=== vga_timing_monitor ===
**config.mk**
```make
export PLATFORM = sky130hd
export DESIGN_NAME = vga_timing_monitor
export DESIGN_NICKNAME = d
export VERILOG_FILES = /design/src/rtl/vga_mon_pkg.sv /design/src/rtl/vga_mon_axis.sv /design/src/rtl/vga_timing_monitor.sv
export SDC_FILE = /design/constraint.sdc
export NUM_CORES = 1
export LEC_CHECK = 0
export ABC_AREA = 0
export CAP_MARGIN = 5
export CORE_MARGIN = 2
export CORE_UTILIZATION = 44
export CTS_BUF_LIST = sky130_fd_sc_hd__clkbuf_2
export CTS_CLUSTER_DIAMETER = 200
export DETAILED_ROUTE_END_ITERATION = 16
export GPL_TIMING_DRIVEN = 0
export PLACE_DENSITY_LB_ADDON = 0.05
export SLEW_MARGIN = 10
export SYNTH_ARGS = -nofsm -noshare
export SYNTH_HDL_FRONTEND = slang
export SYNTH_SLANG_ARGS = --single-unit
```
**constraint.sdc**
```tcl
create_clock -name clk -period 10.3 [get_ports clk]
set_clock_uncertainty 0.1 [all_clocks]
set_input_delay 2.06 -clock clk [delete_from_list [all_inputs] [get_ports clk]]
set_output_delay 2.06 -clock clk [all_outputs]
set_load 0.03 [all_outputs]
```
**src/rtl/vga_mon_pkg.sv**
```systemverilog
// vga_mon_pkg: monitor state encoding, default 640x480 timing and derived raster geometry
package vga_mon_pkg;
    typedef enum logic [1:0] {SEARCH, LOCKING, LOCKED} vga_mon_state_t;
    localparam int DEF_PIX_DIV   = 2;
    localparam int DEF_H_VISIBLE = 640;
    localparam int DEF_H_FP      = 16;
    localparam int DEF_H_SYNC    = 96;
    localparam int DEF_H_BP      = 48;
    localparam int DEF_V_VISIBLE = 480;
    localparam int DEF_V_FP      = 10;
    localparam int DEF_V_SYNC    = 2;
    localparam int DEF_V_BP      = 33;
    function automatic int total(input int vis, input int fp, input int sync, input int bp);
        return vis + fp + sync + bp;
    endfunction
    function automatic int win_lo(input int sync, input int bp);
        return sync + bp;
    endfunction
    function automatic int win_hi(input int vis, input int sync, input int bp);
        return sync + bp + vis;
    endfunction
endpackage

```
**src/rtl/vga_mon_axis.sv**
```systemverilog
// vga_mon_axis: sync fall/rise detector with saturating position counter and width/period checks
module vga_mon_axis #(
    parameter int W        = 11,
    parameter int SYNC_LEN = 192,
    parameter int TOTAL    = 1600
) (
    input  logic         clk,
    input  logic         n_rst,
    input  logic         i_en,
    input  logic         i_sync,
    output logic [W-1:0] o_cnt,
    output logic         o_fall,
    output logic         o_err_width,
    output logic         o_err_len
);
    localparam logic [W-1:0] L_SYNC = W'(SYNC_LEN);
    localparam logic [W-1:0] L_LAST = W'(TOTAL - 1);
    logic         r_q;
    logic [W-1:0] r_cnt;
    logic         w_rise;
    assign o_fall      = i_en && !i_sync && r_q;
    assign w_rise      = i_en && i_sync && !r_q;
    // o_cnt is the position of the current sample: 0 on the sync fall itself
    assign o_cnt       = o_fall ? '0 : (i_en && r_cnt != '1) ? r_cnt + 1'b1 : r_cnt;
    assign o_err_width = w_rise && o_cnt != L_SYNC;
    assign o_err_len   = o_fall && r_cnt != L_LAST;
    always_ff @(posedge clk) begin
        if (!n_rst) begin
            r_q   <= 1'b1;
            r_cnt <= '0;
        end else begin
            if (i_en)
                r_q <= i_sync;
            r_cnt <= o_cnt;
        end
    end
endmodule

```
**src/rtl/vga_timing_monitor.sv**
```systemverilog
// vga_timing_monitor: locks onto a VGA raster, checks sync timing and reports a lit-pixel count per clean frame
module vga_timing_monitor
    import vga_mon_pkg::*;
#(
    parameter int PIX_DIV   = DEF_PIX_DIV,
    parameter int H_VISIBLE = DEF_H_VISIBLE,
    parameter int H_FP      = DEF_H_FP,
    parameter int H_SYNC    = DEF_H_SYNC,
    parameter int H_BP      = DEF_H_BP,
    parameter int V_VISIBLE = DEF_V_VISIBLE,
    parameter int V_FP      = DEF_V_FP,
    parameter int V_SYNC    = DEF_V_SYNC,
    parameter int V_BP      = DEF_V_BP
) (
    input  logic        clk,
    input  logic        n_rst,
    input  logic        vga_r,
    input  logic        vga_g,
    input  logic        vga_b,
    input  logic        vga_hsync,
    input  logic        vga_vsync,
    output logic        locked,
    output logic        frame_done,
    output logic [15:0] frame_count,
    output logic [18:0] lit_count,
    output logic        err_hsync_width,
    output logic        err_line_len,
    output logic        err_vsync_width,
    output logic        err_frame_len,
    output logic        err_blank_rgb
);
    localparam int H_TOTAL = total(H_VISIBLE, H_FP, H_SYNC, H_BP) * PIX_DIV;
    localparam int V_TOTAL = total(V_VISIBLE, V_FP, V_SYNC, V_BP);
    localparam int HW      = $clog2(H_TOTAL);
    localparam int VW      = $clog2(V_TOTAL);
    localparam logic [HW-1:0] H_LO = HW'(win_lo(H_SYNC, H_BP) * PIX_DIV);
    localparam logic [HW-1:0] H_HI = HW'(win_hi(H_VISIBLE, H_SYNC, H_BP) * PIX_DIV);
    localparam logic [VW-1:0] V_LO = VW'(win_lo(V_SYNC, V_BP));
    localparam logic [VW-1:0] V_HI = VW'(win_hi(V_VISIBLE, V_SYNC, V_BP));
    localparam logic [HW-1:0] PD   = HW'(PIX_DIV);
    vga_mon_state_t r_state;
    logic [18:0]    r_acc;
    logic [18:0]    r_lit;
    logic [15:0]    r_fc;
    logic           r_done;
    logic [4:0]     r_flags;
    logic [HW-1:0]  w_h_cnt;
    logic [VW-1:0]  w_v_cnt;
    logic           w_hs_fall;
    logic           w_vs_fall;
    logic           w_h_err_w;
    logic           w_h_err_l;
    logic           w_v_err_w;
    logic           w_v_err_l;
    logic           w_vis;
    logic           w_rgb;
    logic           w_pix;
    logic           w_active;
    logic           w_fail;
    logic           w_done;
    logic [4:0]     w_errs;
    vga_mon_axis #(.W(HW), .SYNC_LEN(H_SYNC * PIX_DIV), .TOTAL(H_TOTAL)) u_h (
        .clk        (clk),
        .n_rst      (n_rst),
        .i_en       (1'b1),
        .i_sync     (vga_hsync),
        .o_cnt      (w_h_cnt),
        .o_fall     (w_hs_fall),
        .o_err_width(w_h_err_w),
        .o_err_len  (w_h_err_l)
    );
    // the vertical axis only moves on line boundaries
    vga_mon_axis #(.W(VW), .SYNC_LEN(V_SYNC), .TOTAL(V_TOTAL)) u_v (
        .clk        (clk),
        .n_rst      (n_rst),
        .i_en       (w_hs_fall),
        .i_sync     (vga_vsync),
        .o_cnt      (w_v_cnt),
        .o_fall     (w_vs_fall),
        .o_err_width(w_v_err_w),
        .o_err_len  (w_v_err_l)
    );
    assign w_vis    = w_h_cnt >= H_LO && w_h_cnt < H_HI && w_v_cnt >= V_LO && w_v_cnt < V_HI;
    assign w_rgb    = vga_r | vga_g | vga_b;
    assign w_pix    = w_vis && w_rgb && (w_h_cnt % PD) == '0;
    assign w_active = r_state != SEARCH;
    assign w_errs   = {w_h_err_w, w_h_err_l, w_v_err_w, w_v_err_l, !w_vis && w_rgb} & {5{w_active}};
    assign w_fail   = |w_errs;
    assign w_done   = w_active && w_vs_fall && !w_fail;
    assign locked      = r_state == LOCKED;
    assign frame_done  = r_done;
    assign frame_count = r_fc;
    assign lit_count   = r_lit;
    assign {err_hsync_width, err_line_len, err_vsync_width, err_frame_len, err_blank_rgb} = r_flags;
    always_ff @(posedge clk) begin
        if (!n_rst) begin
            r_state <= SEARCH;
            r_acc   <= '0;
            r_lit   <= '0;
            r_fc    <= '0;
            r_done  <= 1'b0;
            r_flags <= '0;
        end else begin
            r_state <= w_fail ? SEARCH : !w_vs_fall ? r_state : w_active ? LOCKED : LOCKING;
            r_flags <= r_flags | (r_state == LOCKED ? w_errs : 5'b0);
            r_done  <= w_done;
            r_acc   <= (w_vs_fall || !w_active) ? '0 : r_acc + 19'(w_pix);
            if (w_done) begin
                r_lit <= r_acc;
                r_fc  <= r_fc + 1'b1;
            end
        end
    end
endmodule

```
=== hs_sync_rx_ctrl ===
File: src/rtl/hs_sync_rx_ctrl.sv
// Destination side of a 4-phase req/ack clock-domain crossing: synchronizes
// src_req, captures src_data into a valid/ready output, and acknowledges back.
module hs_sync_rx_ctrl #(
  parameter int DATA_WIDTH = 8,
  parameter int NUM_STAGES = 2
) (
  input  logic                  clk,
  input  logic                  rst,
  input  logic                  src_req,
  input  logic [DATA_WIDTH-1:0] src_data,
  output logic                  src_ack,
  output logic                  dst_valid,
  input  logic                  dst_ready,
  output logic [DATA_WIDTH-1:0] dst_data,
  output logic                  busy,
  output logic [7:0]            xfer_cnt,
  output logic [1:0]            state_dbg
);

  // Handshake: a word moves to the consumer on a rising edge where
  // dst_valid && dst_ready are both high; dst_valid never drops without that.
  typedef enum logic [1:0] {
    IDLE  = 2'd0,
    VALID = 2'd1,
    ACK   = 2'd2
  } state_t;

  state_t                state_q;
  state_t                state_d;
  logic [NUM_STAGES-1:0] sync_q;
  logic                  req_s;
  logic                  capture;
  logic                  accept;

  always_ff @(posedge clk or negedge rst) begin
    if (!rst) sync_q <= '0;
    else      sync_q <= {sync_q[NUM_STAGES-2:0], src_req};
  end

  assign req_s = sync_q[NUM_STAGES-1];

  always_ff @(posedge clk or negedge rst) begin
    if (!rst) state_q <= IDLE;
    else      state_q <= state_d;
  end

  always_comb begin
    state_d = state_q;
    case (state_q)
      IDLE:    if (req_s)     state_d = VALID;
      VALID:   if (dst_ready) state_d = ACK;
      ACK:     if (!req_s)    state_d = IDLE;
      default:                state_d = IDLE;
    endcase
  end

  always_comb begin
    capture   = (state_q == IDLE) && req_s;
    accept    = (state_q == VALID) && dst_ready;
    busy      = (state_q != IDLE);
    state_dbg = state_q;
  end

  // Flag outputs are registered from the next state so they change on the
  // same edge as the state itself, with no decode glitches toward the source.
  always_ff @(posedge clk or negedge rst) begin
    if (!rst) begin
      dst_valid <= 1'b0;
      src_ack   <= 1'b0;
      dst_data  <= '0;
      xfer_cnt  <= 8'd0;
    end else begin
      dst_valid <= (state_d == VALID);
      src_ack   <= (state_d == ACK);
      if (capture) dst_data <= src_data;
      if (accept)  xfer_cnt <= xfer_cnt + 8'd1;
    end
  end

endmodule

File: config.mk
export PLATFORM = sky130hd
export DESIGN_NAME = hs_sync_rx_ctrl
export DESIGN_NICKNAME = d
export VERILOG_FILES = /design/src/rtl/hs_sync_rx_ctrl.sv
export SDC_FILE = /design/constraint.sdc
export NUM_CORES = 1
export LEC_CHECK = 0
export ABC_CLOCK_PERIOD_IN_PS = 2700
export CAP_MARGIN = 40
export CORE_AREA = 2 2 47 49
export CTS_CLUSTER_SIZE = 40
export DETAILED_ROUTE_END_ITERATION = 16
export DIE_AREA = 0 0 49 51
export PLACE_DENSITY = 0.8
export SLEW_MARGIN = 30
export SYNTH_ARGS = -nofsm -noshare
export SYNTH_HDL_FRONTEND = slang
export SYNTH_SLANG_ARGS = --single-unit
File: constraint.sdc
create_clock -name clk -period 2.7 [get_ports clk]
set_input_delay 0.54 -clock clk [delete_from_list [all_inputs] [get_ports clk]]
set_output_delay 0.54 -clock clk [all_outputs]
set_load 0.01 [all_outputs]
Fig. 1: vga_timing_monitor, cells colored by class
Fill, decap, tap and diode cells in gray.
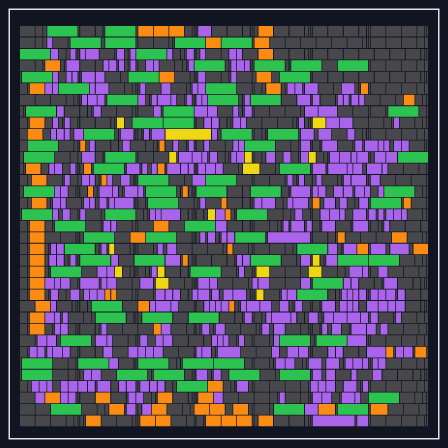
color	class	cells	share of their area
purple	remaining logic cells	409	49%
green	registers	85	35%
orange	remaining buffers and delay cells	74	13%
yellow	clock drivers and dummy loads	16	2.6%
Seq area share: 34.3%
Core Util, Final: 53.7%
Rows: 35

Fig. 2: vga_timing_monitor, signal wires on met2
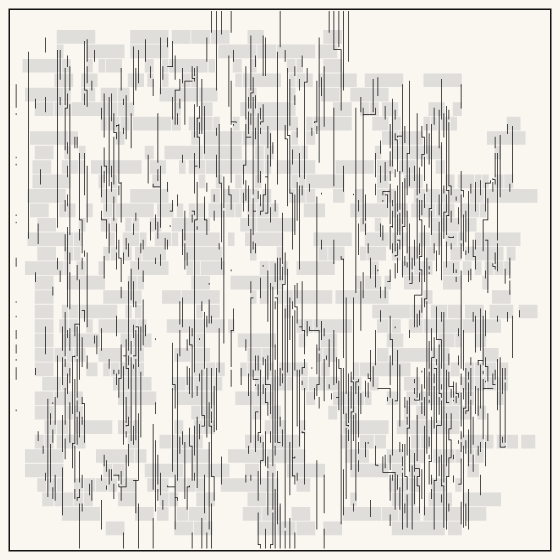
main direction	vertical
share of all routed wire	47%
wire length on this layer	4630 microns
longest straight run	41.1 microns
routed vias: 3885
met2 usage: 32.6%
Post-Route WL: 9920 microns

==> qor.yml, vga_timing_monitor <==
floorplanning:
  initial_core_util_pct: 45.4
global_routing:
  grt_max_degree: 17
  grt_antenna_before_repair: 0
  use_met3_pct: 4.90
outcome:
  status: "finished clean"
routing:
  drt-met1-wl_microns: 4730
  wl_met3_microns: 474
  highest_layer: "met4"
placed_design:
  placed_area_sq_um: 4830
clocking:
  clockBufferDepth: 2
  clk_pin_slew_worst_paths_ps: 280
cells_and_area:
  largest_cell_class: "multi-input combinational cells"
  drive_above_1_share_pct: 7.02
timing:
  finalHoldViolCount: 0
power_and_ir_drop:
  p_leak_uw: 0.00167
  comb_power_uw: 30.9
critical_path:
  critical_path_class: "primary input to flop"
synth:
  yosysUniqueCellTypes: 60
[vga_timing_monitor: critical path, stage by stage]
cell and delay (ps):
clkdlybuf4s50_1 490, nand2b_1 270, buf_4 220, nor3b_1 420, a311oi_1 120, a31oi_1 280
and4bb_2 310, o32ai_4 130, a211oi_1 250, ha_1 260, ha_1 190, and3_1 210
nand3_1 280, or3_1 400, a21oi_1 140
[vga_timing_monitor: worst paths after layout]
kind | to | slack [ps] | cells after the start
worst min register to register | lit_count[0] | 350 | 2
worst max register to register | r_acc[16] | 6230 | 15
worst min-delay path | lit_count[0] | 350 | 2
worst max-delay path | r_acc[16] | 4630 | 15
Fig. 3: hs_sync_rx_ctrl, wires at chosen ports, followed through buffers
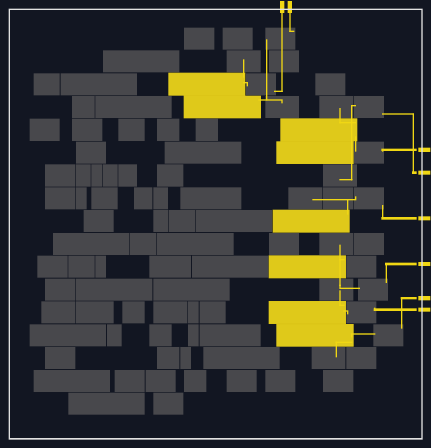
color	port	direction	end cells	wire
yellow	`dst_data`	output	8	103 microns
Port Buffers: 32
# IOs: 33

Fig. 4: hs_sync_rx_ctrl, cells colored by class
Fill, decap, tap and diode cells in gray.
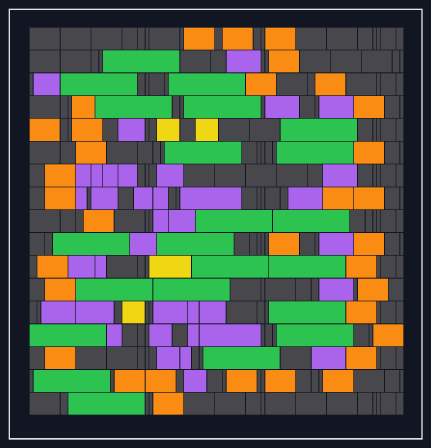
color	class	cells	share of their area
orange	remaining buffers and delay cells	33	27%
green	registers	22	45%
purple	remaining logic cells	37	26%
yellow	clock drivers and dummy loads	4	2.9%
floorplan core area: 2060 sq um
Seq area share: 43.4%
Rows: 17
post-route cell area: 1270 sq um
Core Util, Final: 61.4%

==> qor.yml, hs_sync_rx_ctrl <==
outcome:
  status: "finished clean"
critical_path:
  rr_startpoint: "state_dbg[0]"
  cp_cell_sequence: "or2_4 > clkdlybuf4s50_1"
  path_depth: 2
  reg2reg_depth: 3
  cp.required_ps: 2160
synth:
  ys_warn_count: 0
  postSynthSeqShare_pct: 63.4
  async_flop_share_pct: 100
  top_cells_by_count: "22 x dfrtp_1, 9 x mux2_2, 4 x xor2_1"
  aoi_share_pct: 1.73
clocking:
  cts_buffers: 3
  clk_pin_slew_worst_paths_ps: 110
global_routing:
  overflow: 0
  first_global_vias: 575
timing:
  rsz0062_at_grt: "no"
  report.final.slew_viol_count: 0
  holdWs_ps: 362
floorplanning:
  die_area_sq_um: 2500
cells_and_area:
  drive_above_1_share_pct: 18.8
  final_cells: 124
power_and_ir_drop:
  seq_power_share_pct: 42.4
-- hs_sync_rx_ctrl: power groups by stage --
stage	Sequential [uW]	Clock [uW]	Combinational, uW
after detailed placement	571	0	600
after CTS	566	181	601
after floorplan	622	0	215
after global routing	587	196	639
final	564	175	592
after global placement	565	0	591
-- hs_sync_rx_ctrl: final cells by class --
cell class / instances / area share [%]
Sequential cell: 22 / 43.4
Timing Repair Buffer: 33 / 25.9
Multi-Input combinational cell: 36 / 24.8
Clock buffer: 4 / 2.86
Tap cell: 28 / 2.76
Inverter: 1 / 0.296


==> screenshots <==
Met3 routing.
panel A
Bar = 10 microns.
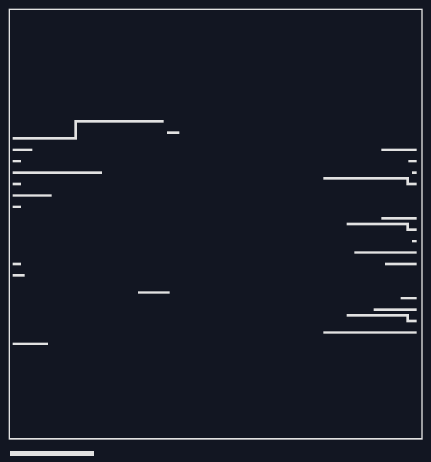
panel B
Bar = 20 microns.
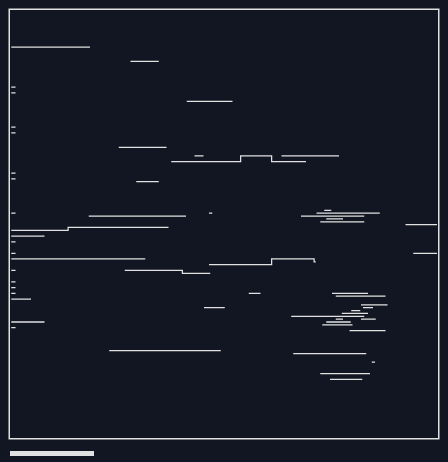
- largest die: panel B
| from | picture |
|---|---|
| hs_sync_rx_ctrl | panel A |
| vga_timing_monitor | panel B |

Power and IR drop assume default switching activity.
